# ---- block 1 ----
Fig. 1: block 1, cell placement
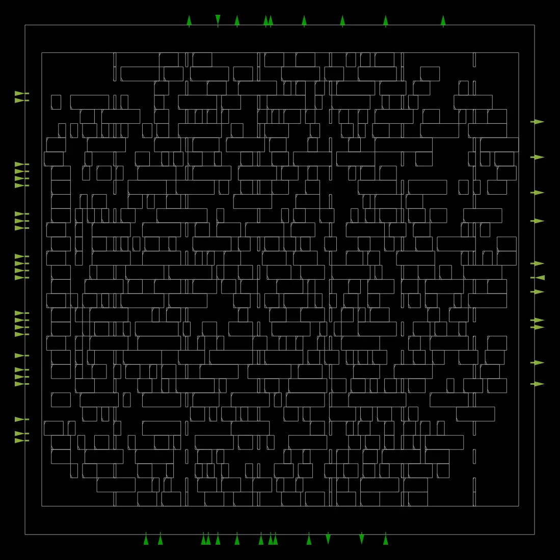

<file path="src/rtl/nibble_sub_pkg.sv">
// Shared types and sizing for the nibble-serial subtractor.
package nibble_sub_pkg;

   localparam int NIB_W     = 4;
   localparam int DEF_WIDTH = 16;
   localparam int NUM_NIB   = DEF_WIDTH / NIB_W;

   typedef enum logic [1:0] {
      IDLE = 2'd0,
      RUN  = 2'd1,
      DONE = 2'd2
   } state_e;

   function automatic int calc_num_nib(input int width);
      return width / NIB_W;
   endfunction

   // Signed overflow of a - b: operand signs differ and the result sign departs from a.
   function automatic logic ovf_calc(input logic a_msb, input logic b_msb, input logic d_msb);
      return (a_msb ^ b_msb) & (a_msb ^ d_msb);
   endfunction

endpackage

</file>
<file path="src/rtl/sub_nibble4.sv">
// 4-bit carry-lookahead subtract slice: d4 = a4 + ~b4 + cin.
module sub_nibble4
   import nibble_sub_pkg::*;
(
   input  logic [NIB_W-1:0] a4,
   input  logic [NIB_W-1:0] b4,
   input  logic             cin,
   output logic [NIB_W-1:0] d4,
   output logic             cout
);

   logic [NIB_W-1:0] bn_s;
   logic [NIB_W-1:0] g_s;
   logic [NIB_W-1:0] p_s;
   logic [NIB_W:0]   c_s;

   // Generate/propagate terms and flat lookahead carries.
   always_comb begin
      bn_s   = ~b4;
      g_s    = a4 & bn_s;
      p_s    = a4 ^ bn_s;
      c_s[0] = cin;
      c_s[1] = g_s[0] | (p_s[0] & cin);
      c_s[2] = g_s[1] | (p_s[1] & g_s[0]) | (p_s[1] & p_s[0] & cin);
      c_s[3] = g_s[2] | (p_s[2] & g_s[1]) | (p_s[2] & p_s[1] & g_s[0])
             | (p_s[2] & p_s[1] & p_s[0] & cin);
      c_s[4] = g_s[3] | (p_s[3] & g_s[2]) | (p_s[3] & p_s[2] & g_s[1])
             | (p_s[3] & p_s[2] & p_s[1] & g_s[0])
             | (p_s[3] & p_s[2] & p_s[1] & p_s[0] & cin);
      d4     = p_s ^ c_s[NIB_W-1:0];
      cout   = c_s[NIB_W];
   end

endmodule

</file>
<file path="src/rtl/nibble_sub16.sv">
// Nibble-serial subtractor a - b - bin with valid/ready handshakes on both sides.
// Define NIBBLE_SUB_SAT_EN for an unsigned saturating result (d forced to 0 on borrow).
module nibble_sub16
   import nibble_sub_pkg::*;
#(
   parameter int WIDTH = 16
) (
   input  logic             clk,
   input  logic             rst_n,
   input  logic             in_valid,
   output logic             in_ready,
   input  logic [WIDTH-1:0] a,
   input  logic [WIDTH-1:0] b,
   input  logic             bin,
   output logic             out_valid,
   input  logic             out_ready,
   output logic [WIDTH-1:0] d,
   output logic             bout,
   output logic             ovf
);

   localparam int NIBS  = calc_num_nib(WIDTH);
   localparam int IDX_W = (NIBS > 1) ? $clog2(NIBS) : 1;
   localparam logic [IDX_W-1:0] LAST_IDX = IDX_W'(NIBS - 1);

   state_e           state_q, state_d;
   logic [WIDTH-1:0] a_q, a_d;
   logic [WIDTH-1:0] b_q, b_d;
   logic [WIDTH-1:0] res_q, res_d;
   logic             carry_q, carry_d;
   logic [IDX_W-1:0] idx_q, idx_d;
   logic [WIDTH-1:0] d_q, d_d;
   logic             bout_q, bout_d;
   logic             ovf_q, ovf_d;
   logic             out_valid_q, out_valid_d;

   logic [NIB_W-1:0] a_nib_s;
   logic [NIB_W-1:0] b_nib_s;
   logic [NIB_W-1:0] d4_s;
   logic             cout_s;
   logic [WIDTH-1:0] d_raw_s;

   assign a_nib_s = a_q[idx_q*NIB_W +: NIB_W];
   assign b_nib_s = b_q[idx_q*NIB_W +: NIB_W];

   sub_nibble4 u_sub_nibble4 (
      .a4   (a_nib_s),
      .b4   (b_nib_s),
      .cin  (carry_q),
      .d4   (d4_s),
      .cout (cout_s)
   );

   // Next-state, operand capture and per-nibble accumulation.
   always_comb begin
      state_d     = state_q;
      a_d         = a_q;
      b_d         = b_q;
      res_d       = res_q;
      carry_d     = carry_q;
      idx_d       = idx_q;
      d_d         = d_q;
      bout_d      = bout_q;
      ovf_d       = ovf_q;
      out_valid_d = out_valid_q;
      d_raw_s     = res_q;
      d_raw_s[idx_q*NIB_W +: NIB_W] = d4_s;

      case (state_q)
         IDLE: begin
            if (in_valid) begin
               a_d     = a;
               b_d     = b;
               carry_d = ~bin;
               idx_d   = {IDX_W{1'b0}};
               res_d   = {WIDTH{1'b0}};
               state_d = RUN;
            end else begin
               state_d = IDLE;
            end
         end
         RUN: begin
            res_d   = d_raw_s;
            carry_d = cout_s;
            if (idx_q == LAST_IDX) begin
               idx_d       = {IDX_W{1'b0}};
               bout_d      = ~cout_s;
               ovf_d       = ovf_calc(a_q[WIDTH-1], b_q[WIDTH-1], d_raw_s[WIDTH-1]);
`ifdef NIBBLE_SUB_SAT_EN
               d_d         = cout_s ? d_raw_s : {WIDTH{1'b0}};
`else
               d_d         = d_raw_s;
`endif
               out_valid_d = 1'b1;
               state_d     = DONE;
            end else begin
               idx_d = idx_q + IDX_W'(1'b1);
            end
         end
         DONE: begin
            if (out_ready) begin
               out_valid_d = 1'b0;
               state_d     = IDLE;
            end else begin
               out_valid_d = 1'b1;
            end
         end
         default: begin
            out_valid_d = 1'b0;
            state_d     = IDLE;
         end
      endcase
   end

   // State and datapath registers with synchronous active-low reset.
   always_ff @(posedge clk) begin
      if (!rst_n) begin
         state_q     <= IDLE;
         a_q         <= {WIDTH{1'b0}};
         b_q         <= {WIDTH{1'b0}};
         res_q       <= {WIDTH{1'b0}};
         carry_q     <= 1'b0;
         idx_q       <= {IDX_W{1'b0}};
         d_q         <= {WIDTH{1'b0}};
         bout_q      <= 1'b0;
         ovf_q       <= 1'b0;
         out_valid_q <= 1'b0;
      end else begin
         state_q     <= state_d;
         a_q         <= a_d;
         b_q         <= b_d;
         res_q       <= res_d;
         carry_q     <= carry_d;
         idx_q       <= idx_d;
         d_q         <= d_d;
         bout_q      <= bout_d;
         ovf_q       <= ovf_d;
         out_valid_q <= out_valid_d;
      end
   end

   // Gating with rst_n keeps in_ready low throughout a reset cycle.
   assign in_ready  = rst_n & (state_q == IDLE);
   assign out_valid = out_valid_q;
   assign d         = d_q;
   assign bout      = bout_q;
   assign ovf       = ovf_q;

endmodule

</file>
<file path="config.mk">
export PLATFORM = sky130hd
export DESIGN_NAME = nibble_sub16
export DESIGN_NICKNAME = d
export VERILOG_FILES = /design/src/rtl/nibble_sub_pkg.sv /design/src/rtl/sub_nibble4.sv /design/src/rtl/nibble_sub16.sv
export SDC_FILE = /design/constraint.sdc
export NUM_CORES = 1
export LEC_CHECK = 0
export CELL_PAD_IN_SITES_DETAIL_PLACEMENT = 1
export CELL_PAD_IN_SITES_GLOBAL_PLACEMENT = 1
export CORE_MARGIN = 3
export CORE_UTILIZATION = 40
export CTS_CLUSTER_DIAMETER = 30
export DETAILED_ROUTE_END_ITERATION = 10
export PLACE_DENSITY = 0.76
export RECOVER_POWER = 100
export REMOVE_ABC_BUFFERS = 1
export SLEW_MARGIN = 40
export SYNTH_ARGS = -nofsm -noshare
export SYNTH_HDL_FRONTEND = slang
export SYNTH_HIERARCHICAL = 1
export SYNTH_SLANG_ARGS = --single-unit
</file>
<file path="constraint.sdc">
create_clock -name clk -period 4 [get_ports clk]
set_input_delay 0.8 -clock clk [delete_from_list [all_inputs] [get_ports clk]]
set_output_delay 0.8 -clock clk [all_outputs]
set_load 0.01 [all_outputs]
</file>
# ---- block 2 ----
--- src/rtl/dmem_arb_pkg.sv ---
// rtl/dmem_arb_pkg.sv - shared types for the data-memory arbiter
//
// Purpose : port identifiers, the registered read-response tag and a small
//           helper that turns a port id into its one-hot bit position.
// Ports   : none (package).
package dmem_arb_pkg;

   typedef enum logic {
      PORT_CORE   = 1'b0,
      PORT_LOADER = 1'b1
   } port_id_e;

   // Remembers which port owns the read data returning from the memory
   // one cycle after acceptance.
   typedef struct packed {
      logic     valid;
      port_id_e port;
   } rsp_tag_t;

   function automatic logic [1:0] port_onehot(input port_id_e p);
      return (p == PORT_LOADER) ? 2'b10 : 2'b01;
   endfunction

endpackage

--- src/rtl/dmem_arb_grant.sv ---
// rtl/dmem_arb_grant.sv - one-hot grant decision for the two memory requesters
//
// Purpose : combinational grant. A lone requester is always granted; under
//           contention a starved (saturated) port wins first, port 1 taking
//           precedence if both are starved, otherwise the arbitration policy
//           decides.
// Macro   : DMEM_ARB_RR_EN - defined: round-robin policy (the port not granted
//           last wins); undefined: fixed priority, port 0 wins.
// Ports   : req[1:0]  in   request per port
//           last_port in   port granted most recently
//           sat[1:0]  in   wait counter of the port has reached its limit
//           gnt[1:0]  out  one-hot grant
module dmem_arb_grant
   import dmem_arb_pkg::*;
(
   input  logic [1:0] req,
   input  port_id_e   last_port,
   input  logic [1:0] sat,
   output logic [1:0] gnt
);

   logic [1:0] policy_gnt;

`ifdef DMEM_ARB_RR_EN
   assign policy_gnt = (last_port == PORT_CORE) ? 2'b10 : 2'b01;
`else
   logic unused_last_port;
   assign unused_last_port = last_port;
   assign policy_gnt       = 2'b01;
`endif

   always_comb begin
      gnt = 2'b00;
      if (req == 2'b11) begin
         if (sat[1]) begin
            gnt = 2'b10;
         end else if (sat[0]) begin
            gnt = 2'b01;
         end else begin
            gnt = policy_gnt;
         end
      end else begin
         // Zero or one requester: pass the request straight through.
         gnt = req;
      end
   end

endmodule

--- src/rtl/dmem_arbiter.sv ---
// rtl/dmem_arbiter.sv - two-port arbiter in front of a synchronous data memory
//
// Purpose : shares one synchronous-read memory between the core MEM stage
//           (port 0) and the loader/debug port (port 1). Grants are issued in
//           the request cycle; read data returns one cycle later, routed by a
//           registered response tag. Per-port wait counters force a starved
//           port through after MAX_WAIT refusals.
// Macro   : DMEM_ARB_RR_EN - defined: round-robin contention policy;
//           undefined: fixed priority with port 0 winning.
// Ports   : i_clk, i_reset             clock, async active-high reset
//           i_req[1:0]                 per-port request
//           i_addr0/1, i_wdata0/1      request address / write data
//           i_wen0/1                   byte enables, all-zero = read
//           o_gnt[1:0]                 one-hot grant (combinational)
//           o_rvalid[1:0], o_rdata     read response
//           o_m_addr/wdata/wen         memory drive
//           i_m_rdata                  memory read data (one cycle latency)
//           o_stall0                   port 0 requesting but not granted
module dmem_arbiter
   import dmem_arb_pkg::*;
#(
   parameter  int ADDR_WIDTH = 11,
   parameter  int DATA_WIDTH = 32,
   parameter  int MAX_WAIT   = 8,
   localparam int DATA_BYTES = DATA_WIDTH / 8
)(
   input  logic                  i_clk,
   input  logic                  i_reset,
   input  logic [1:0]            i_req,
   input  logic [ADDR_WIDTH-1:0] i_addr0,
   input  logic [ADDR_WIDTH-1:0] i_addr1,
   input  logic [DATA_WIDTH-1:0] i_wdata0,
   input  logic [DATA_WIDTH-1:0] i_wdata1,
   input  logic [DATA_BYTES-1:0] i_wen0,
   input  logic [DATA_BYTES-1:0] i_wen1,
   output logic [1:0]            o_gnt,
   output logic [1:0]            o_rvalid,
   output logic [DATA_WIDTH-1:0] o_rdata,
   output logic [ADDR_WIDTH-1:0] o_m_addr,
   output logic [DATA_WIDTH-1:0] o_m_wdata,
   output logic [DATA_BYTES-1:0] o_m_wen,
   input  logic [DATA_WIDTH-1:0] i_m_rdata,
   output logic                  o_stall0
);

   localparam int               CNT_W    = $clog2(MAX_WAIT + 1);
   localparam logic [CNT_W-1:0] WAIT_SAT = CNT_W'(MAX_WAIT);

   logic [CNT_W-1:0] wait_cnt [2];
   logic [1:0]       sat;
   logic [1:0]       gnt_raw;
   port_id_e         last_port;
   rsp_tag_t         tag;
   logic             acc_read;

   assign sat = {wait_cnt[1] == WAIT_SAT, wait_cnt[0] == WAIT_SAT};

   dmem_arb_grant u_grant (
      .req       (i_req),
      .last_port (last_port),
      .sat       (sat),
      .gnt       (gnt_raw)
   );

   // Nothing may be accepted while reset is held, so a request presented in
   // the reset cycle can never leave a response behind.
   assign o_gnt    = i_reset ? 2'b00 : gnt_raw;
   assign o_stall0 = i_req[0] & ~o_gnt[0];

   always_comb begin
      o_m_addr  = i_addr0;
      o_m_wdata = i_wdata0;
      o_m_wen   = '0;
      if (o_gnt[1]) begin
         o_m_addr  = i_addr1;
         o_m_wdata = i_wdata1;
         o_m_wen   = i_wen1;
      end else if (o_gnt[0]) begin
         o_m_wen   = i_wen0;
      end
   end

   // o_m_wen already carries the granted port's enables.
   assign acc_read = (|o_gnt) && (o_m_wen == '0);

   always_ff @(posedge i_clk or posedge i_reset) begin
      if (i_reset) begin
         tag         <= '{valid: 1'b0, port: PORT_CORE};
         last_port   <= PORT_LOADER;
         wait_cnt[0] <= '0;
         wait_cnt[1] <= '0;
      end else begin
         tag.valid <= acc_read;
         tag.port  <= o_gnt[1] ? PORT_LOADER : PORT_CORE;
         if (|o_gnt) begin
            last_port <= o_gnt[1] ? PORT_LOADER : PORT_CORE;
         end
         for (int p = 0; p < 2; p++) begin
            if (!i_req[p] || o_gnt[p]) begin
               wait_cnt[p] <= '0;
            end else if (wait_cnt[p] != WAIT_SAT) begin
               wait_cnt[p] <= wait_cnt[p] + 1'b1;
            end
         end
      end
   end

   // The tag is cleared asynchronously, so o_rvalid drops the moment reset
   // asserts even if a read was accepted just before.
   assign o_rvalid = tag.valid ? port_onehot(tag.port) : 2'b00;
   assign o_rdata  = i_m_rdata;

endmodule

--- config.mk ---
export PLATFORM = sky130hd
export DESIGN_NAME = dmem_arbiter
export DESIGN_NICKNAME = d
export VERILOG_FILES = /design/src/rtl/dmem_arb_pkg.sv /design/src/rtl/dmem_arb_grant.sv /design/src/rtl/dmem_arbiter.sv
export SDC_FILE = /design/constraint.sdc
export NUM_CORES = 1
export LEC_CHECK = 0
export ABC_CLOCK_PERIOD_IN_PS = 1850
export CAP_MARGIN = 15
export CELL_PAD_IN_SITES_DETAIL_PLACEMENT = 1
export CELL_PAD_IN_SITES_GLOBAL_PLACEMENT = 2
export CORE_ASPECT_RATIO = 1.1
export CORE_UTILIZATION = 10
export DETAILED_ROUTE_END_ITERATION = 6
export HOLD_SLACK_MARGIN = 0.15
export PLACE_DENSITY = 0.89
export SETUP_SLACK_MARGIN = 0.02
export SLEW_MARGIN = 5
export SYNTH_ARGS = -nofsm -noshare
export SYNTH_HDL_FRONTEND = slang
export SYNTH_SLANG_ARGS = --single-unit
--- constraint.sdc ---
create_clock -name i_clk -period 1.85 [get_ports i_clk]
set_input_delay 0.185 -clock i_clk [delete_from_list [all_inputs] [get_ports i_clk]]
set_output_delay 0.185 -clock i_clk [all_outputs]
set_load 0.03 [all_outputs]
# ---- block 3 ----
===== src/rtl/ahb_apb_bridge_mc.sv =====
// AHB-Lite slave to APB master bridge for NUM_SLV one-hot selected peripherals.
// Registered outputs; two-cycle AHB ERROR on slave error, decode/size miss or APB timeout.
module ahb_apb_bridge_mc #(
  parameter int ADDR_W  = 32,
  parameter int NUM_SLV = 4,
  parameter int TIMEOUT = 16
) (
  input  logic                HCLK,
  input  logic                HRSTn,
  input  logic                HSEL,
  input  logic [ADDR_W-1:0]   HADDR,
  input  logic [1:0]          HTRANS,
  input  logic                HWRITE,
  input  logic [2:0]          HSIZE,
  input  logic [31:0]         HWDATA,
  input  logic                HREADY,
  output logic                HREADYOUT,
  output logic                HRESP,
  output logic [31:0]         HRDATA,
  output logic [ADDR_W-1:0]   PADDR,
  output logic [NUM_SLV-1:0]  PSEL,
  output logic                PENABLE,
  output logic                PWRITE,
  output logic [31:0]         PWDATA,
  output logic [3:0]          PSTRB,
  input  logic [31:0]         PRDATA,
  input  logic                PREADY,
  input  logic                PSLVERR
);

  localparam int SEL_W = $clog2(NUM_SLV);
  localparam int CNT_W = (TIMEOUT < 2) ? 1 : $clog2(TIMEOUT + 1);

  localparam logic [2:0] S_IDLE   = 3'd0;
  localparam logic [2:0] S_WDATA  = 3'd1;
  localparam logic [2:0] S_SETUP  = 3'd2;
  localparam logic [2:0] S_ACCESS = 3'd3;
  localparam logic [2:0] S_ERR1   = 3'd4;
  localparam logic [2:0] S_ERR2   = 3'd5;

  logic [2:0]         state;
  logic [ADDR_W-1:0]  addr_q;
  logic               write_q;
  logic [2:0]         size_q;
  logic [CNT_W-1:0]   wait_cnt;

  logic               accept;
  logic               enter_setup;
  logic               timeout_hit;
  logic [ADDR_W-1:0]  src_addr;
  logic               src_write;
  logic [2:0]         src_size;
  logic [SEL_W-1:0]   src_idx;
  logic               src_bad;
  logic [3:0]         src_strb;
  logic [NUM_SLV-1:0] src_sel;
  logic               unused_htrans0;

  assign unused_htrans0 = HTRANS[0];

  assign accept = ((state == S_IDLE) || (state == S_ERR2)) && HSEL && HREADY && HTRANS[1];

  // Reads go straight to SETUP from the live address phase; writes use the captured copy.
  always_comb begin
    src_addr  = HADDR;
    src_write = HWRITE;
    src_size  = HSIZE;
    if (state == S_WDATA) begin
      src_addr  = addr_q;
      src_write = write_q;
      src_size  = size_q;
    end
    src_idx = src_addr[ADDR_W-1 -: SEL_W];
    src_bad = 1'b0;
    if (src_size > 3'd2)
      src_bad = 1'b1;
    if ((src_size == 3'd1) && src_addr[0])
      src_bad = 1'b1;
    if ((src_size == 3'd2) && (src_addr[1:0] != 2'b00))
      src_bad = 1'b1;
    if ({1'b0, src_idx} >= (SEL_W+1)'(NUM_SLV))
      src_bad = 1'b1;
    src_strb = 4'b1111;
    case (src_size[1:0])
      2'd0:    src_strb = 4'b0001 << src_addr[1:0];
      2'd1:    src_strb = src_addr[1] ? 4'b1100 : 4'b0011;
      default: src_strb = 4'b1111;
    endcase
    if (!src_write)
      src_strb = 4'b0000;
    src_sel = {{(NUM_SLV-1){1'b0}}, 1'b1} << src_idx;
  end

  assign enter_setup = (accept && !src_bad && !HWRITE) || (state == S_WDATA);
  assign timeout_hit = (TIMEOUT != 0) && (wait_cnt == CNT_W'(TIMEOUT - 1));

  always_ff @(posedge HCLK) begin
    if (!HRSTn) begin
      state     <= S_IDLE;
      addr_q    <= '0;
      write_q   <= 1'b0;
      size_q    <= 3'd0;
      wait_cnt  <= '0;
      HREADYOUT <= 1'b1;
      HRESP     <= 1'b0;
      HRDATA    <= 32'd0;
      PADDR     <= '0;
      PSEL      <= '0;
      PENABLE   <= 1'b0;
      PWRITE    <= 1'b0;
      PWDATA    <= 32'd0;
      PSTRB     <= 4'd0;
    end else begin
      case (state)
        S_IDLE, S_ERR2: begin
          if (accept) begin
            addr_q    <= HADDR;
            write_q   <= HWRITE;
            size_q    <= HSIZE;
            HREADYOUT <= 1'b0;
            HRESP     <= 1'b0;
            if (src_bad) begin
              state <= S_ERR1;
              HRESP <= 1'b1;
            end else if (HWRITE) begin
              state <= S_WDATA;
            end else begin
              state <= S_SETUP;
            end
          end else if (state == S_ERR2) begin
            state <= S_IDLE;
            HRESP <= 1'b0;
          end
        end
        S_WDATA: begin
          PWDATA <= HWDATA;
          state  <= S_SETUP;
        end
        S_SETUP: begin
          PENABLE <= 1'b1;
          state   <= S_ACCESS;
        end
        S_ACCESS: begin
          if (PREADY) begin
            PSEL    <= '0;
            PENABLE <= 1'b0;
            if (PSLVERR) begin
              state <= S_ERR1;
              HRESP <= 1'b1;
            end else begin
              state     <= S_IDLE;
              HREADYOUT <= 1'b1;
              if (!write_q)
                HRDATA <= PRDATA;
            end
          end else if (timeout_hit) begin
            PSEL    <= '0;
            PENABLE <= 1'b0;
            state   <= S_ERR1;
            HRESP   <= 1'b1;
          end else begin
            wait_cnt <= wait_cnt + CNT_W'(1);
          end
        end
        S_ERR1: begin
          state     <= S_ERR2;
          HREADYOUT <= 1'b1;
        end
        default: state <= S_IDLE;
      endcase

      if (enter_setup) begin
        state    <= S_SETUP;
        wait_cnt <= '0;
        PSEL     <= src_sel;
        PADDR    <= src_addr;
        PWRITE   <= src_write;
        PSTRB    <= src_strb;
      end
    end
  end

endmodule


===== config.mk =====
export PLATFORM = sky130hd
export DESIGN_NAME = ahb_apb_bridge_mc
export DESIGN_NICKNAME = d
export VERILOG_FILES = /design/src/rtl/ahb_apb_bridge_mc.sv
export SDC_FILE = /design/constraint.sdc
export NUM_CORES = 1
export LEC_CHECK = 0
export ABC_CLOCK_PERIOD_IN_PS = 4059
export CORE_AREA = 2 2 117 119
export DETAILED_ROUTE_END_ITERATION = 12
export DIE_AREA = 0 0 119 121
export HOLD_SLACK_MARGIN = 0.06
export PLACE_DENSITY = 0.82
export SYNTH_ARGS = -nofsm -noshare
export SYNTH_HDL_FRONTEND = slang
export SYNTH_SLANG_ARGS = --single-unit

===== constraint.sdc =====
create_clock -name HCLK -period 4.06 [get_ports HCLK]
set_clock_uncertainty 0.1 [all_clocks]
set_input_delay 0.812 -clock HCLK [delete_from_list [all_inputs] [get_ports HCLK]]
set_output_delay 0.812 -clock HCLK [all_outputs]
set_load 0.03 [all_outputs]


==> layout pictures side by side <==
Wires at chosen ports, followed through buffers.
Plate I
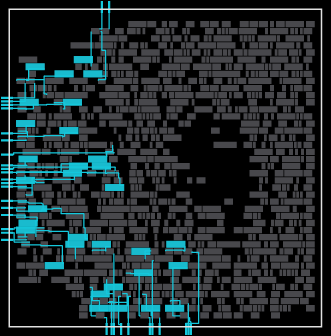
Plate II
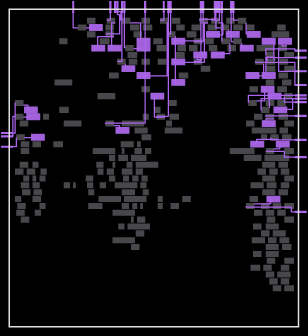
Plate III
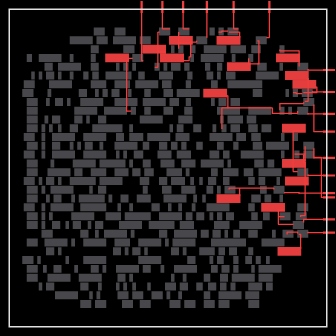
- most cells: Plate I
- fewest cells: Plate II
- block 1 = Plate III
- block 3 = Plate I
- block 2 = Plate II

Fig. 2: block 3, cell placement
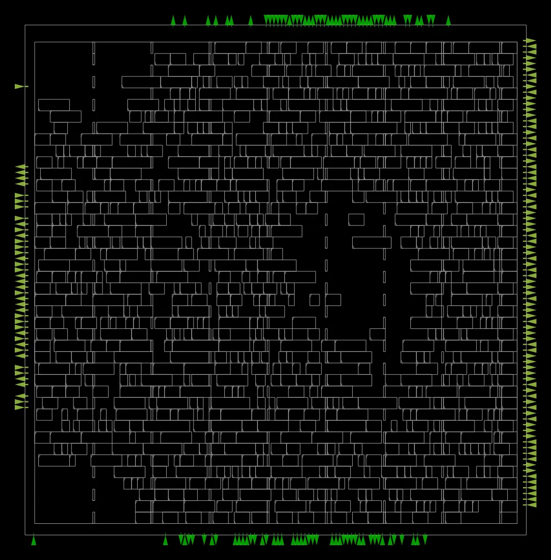
sequential cells: 152
number of core rows: 42
total number of tap cells: 176

==> CHANGELOG.md, block 3 <==
### Metrics

* Outcome: complete, no violations
* Most instantiated logic cell after routing: nand2_1
* Max Fanout on Critical Path at 23
* Wire length of the first global-routing pass at 25.2 mm
* Worst Setup EP: PADDR[0]
* Detail Route Antenna Nets at 0
* RSZ-0062 raised after global routing: false
* Top cell category: flip-flops and latches
* Required time worst endpoint at roughly 4.3 ns
* Average size of a mapped cell at 8.59 µm²
* Sequential cell area at between 0.003 and 0.004 mm²
* PostCTS Resize Cnt at 0
* Number of max-slew violations in the final report at 0
* Number of multi-input combinational cells in the layout at 472
* Metal2 WL at 7.59 mm
* Slowest cell on the critical path: o31a_1
* Share of flip-flops with an asynchronous set or reset after synthesis at 0%
* Path type of the worst min-delay path: register to register
* Worst endpoint data arrival time at 3.14 ns
* Worst reg2reg setup slack at 1.63 ns
* Post-route clock period utilization at 72.5%
* Portion of synthesized cell area occupied by the leading cell type at 52.2%
* Clock buffer count from CTS at 17
* Final Setup Violations at 0
* Post-synth EDFFs at 0
* Total met3 wirelength after detailed routing at 1.11 mm
* Clk Tree Root Cell: clkbuf_16
* Late-Pin Clk Latency at 0.42 ns
* Top cells by area, synth: dfxtp_1 52%, nand2_1 14%, a21oi_1 9.1%
* Via count of the first global-routing pass at 5122
==> block 3: power breakdown <==
part           total [µW]  switching [µW]  internal [µW]
clock network        1580             600            977
logic                 257             117            140
registers            1530            12.5           1510
==> block 3: cells by family after synthesis <==
kind of cell             share of synthesized area [%]
multiplexers                                      6.84
adder cells (fa/ha/maj)                          0.429
AND/OR/NAND/NOR                                   17.8
flip-flops                                        52.2
XOR/XNOR                                         0.751
buffers and inverters                             4.31
AND-OR/OR-AND                                     17.7
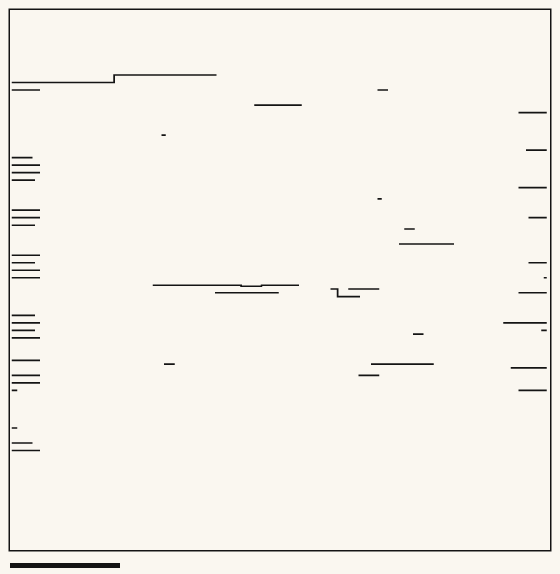
Fig. 3. Signal wires on met3 (block 1).
Scale bar: 20 µm.
41 nets have wire on it. The layer carries 266 µm of wire. The layer holds 3.2% of the routed length.
via count: 2757
met3 layer usage reported by global route: 3.07%
total wire length: 8.27 mm

Notes on Fig. 1 above:
sequential cells: 72
Fillers: 924
share of cell area taken by flip-flops and latches: 34.5%
post-layout util: 52.5%
non-filler cells in the finished layout: 521

==> CHANGELOG.md, block 1 <==
### Metrics

* Outcome: finished, violations left
* Violated checks: max-capacitance violations, max-slew violations
* Worst setup path startpoint: idx_q[0]
* Combined buffer and inverter count along the critical path at 3
* Number of max-slew violations in the final report at between 70 and 80
* Relative contribution of combinational cells to total power at 14.4%
* Total global routing overflow at 0
* Vias per cell at 5.29
* Seq/Total Area, Yosys at 42.8%
* Yosys cell count at 365
* Smallest hold slack at ~0.47 ns
* Synth logic family: AND-OR/OR-AND gates
* Power of the combinational group at 236 µW
* Endpoint of the most critical register-to-register path: d[3]
* CTS H-Tree Depth at 3
* Top cells by area, synth: dfxtp_1 43%, nand2_1 8.5%, a21boi_0 6.0%
* Count of endpoints failing hold in the final timing report at 0
* Max capacitance violation total at 1
* Post-route clock period utilization at 81.7%
* TritonCTS clock tree: built
* Cells along the critical path: clkbuf_1 > mux4_2 > inv_1 > ha_1 > a21o_1 > a31o_1 > xor2_1 > buf_4 > a31oi_1 > nand2_1 > o211a_1
* Fraction of area in non-clock buffers at 14.0%
* Synthesized chip area reported by yosys at 0.00337 mm²
* Number of port buffers at ~56
* Buffers inserted by post-CTS timing repair at 0
* Total power consumption of the routed design at 1640 µW
## block 1: state kept, by name (all words and copies together) (netlist names)
name,cells
carry_q,1
out_valid,1
d,16
b_q,16
ovf,1
idx_q,2
state_q,2
a_q,16
res_q,16
bout,1
## block 1: routing by layer
layer,routed length (µm),global-route usage [%],up-vias,share of wire (%)
li1,-,-,1377,-
met4,151,6.92,0,1.8
met5,0,0,-,0
met3,265,3.07,11,3.2
met1,3790,22.0,1316,46
met2,4060,31.0,53,49
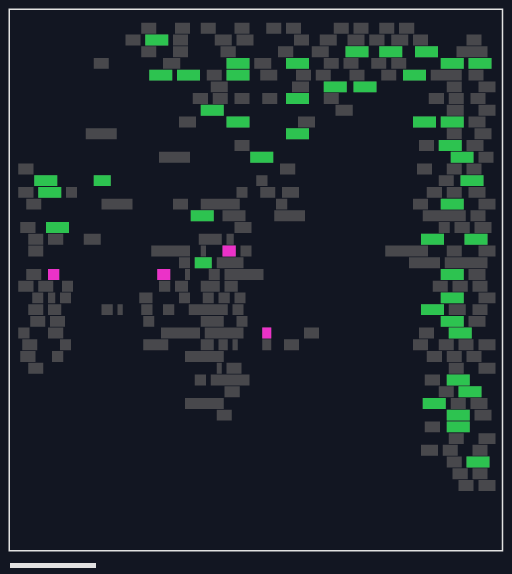
Fig. 4. Gate-type map (block 2).
Scale bar: 20 µm.
Key: and/or cells = magenta [cells 4]; mux cells = green [cells 44, where all over the die]
share of the final layout cell area in multi-input gates: 28.0%
most instantiated logic cell after routing: clkdlybuf4s50_1
non-filler cells in the finished layout: 437

==> CHANGELOG.md, block 2 <==
### Metrics

* Total number of tap cells at 184
* Leakage power at approximately 0.0014 µW
* Final Setup Violations at between 40 and 50
* Count of endpoints failing hold in the final timing report at 0
* Path type of the worst min-delay path: primary input to async pin
* Post-route setup slack at -0.317 ns
* Post-layout util at 23.9%
* Uppermost layer routed: met4
* Multi-input combinational cell area at 891 µm²
* Violated checks: negative setup slack
* Core region area at between 0.01 and 0.015 mm²
* Max Clock Skew at 0.00428 ns
* Cell Area, Synth at 0.00138 mm²
* HPWL reported at the end of detailed placement at approximately 4.9 mm
* Outcome: finished, violations left
* Warnings from Yosys at 0
* Count of inserted antenna diode cells at 0
* Number of port buffers at 149
* Clock buffer count from CTS at 3
==> block 2: cell usage in the layout (no fill, tap or decap), types with 2 or more instances in the layout <==
cell             synthesis  final
and3b_1                  2      2
buf_12                   4      7
clkbuf_16                0      3
buf_4                   32     22
xnor2_1                  2      2
mux2_4                  41     42
nor3b_1                  2      2
dfrtp_1                  6      6
buf_16                   0      3
inv_1                    4      3
clkdlybuf4s50_1          0     99
a22o_2                   0      3
buf_6                    3     38
mux2_2                   3      2
==> block 2: state kept, by name (all words and copies together) (netlist names) <==
name / count
tag: 2
wait_cnt: 4


## Gallery

Cell density map.
(a)
The die is cut into 11 by 13 equal tiles; black is low, pale yellow is high, 0 to 100% covered.
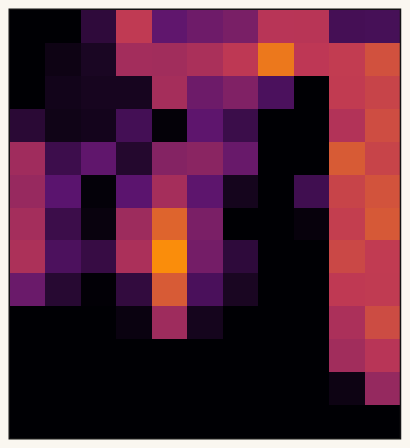
(b)
The die is cut into 12 by 12 equal tiles; black is low, pale yellow is high, 0 to 100% covered.
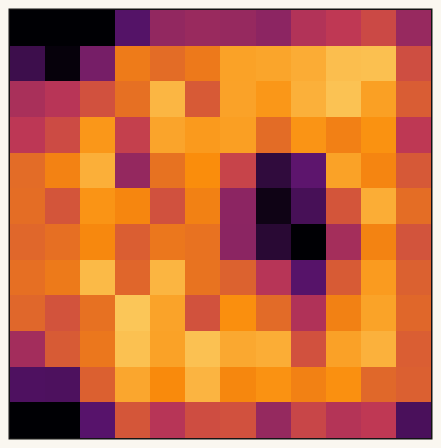
(c)
The die is cut into 10 by 10 equal tiles; black is low, pale yellow is high, 0 to 100% covered.
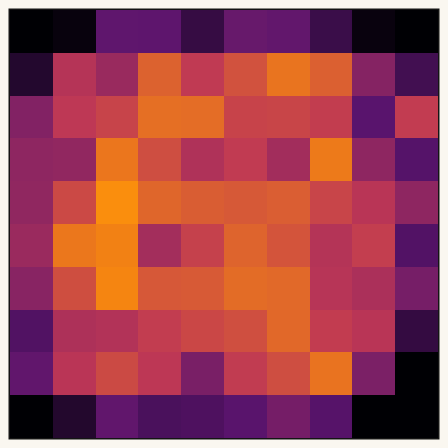
- lowest utilization: (a)
- highest utilization: (b)
- block 2 = (a)
- block 3 = (b)
- block 1 = (c)

Key to (c):
The mean over all tiles is 42%. 1.0% of the tiles are over 75% full. 6.0% of the tiles are nearly empty. The fullest tile reaches 75%.

Power and IR drop assume default switching activity.
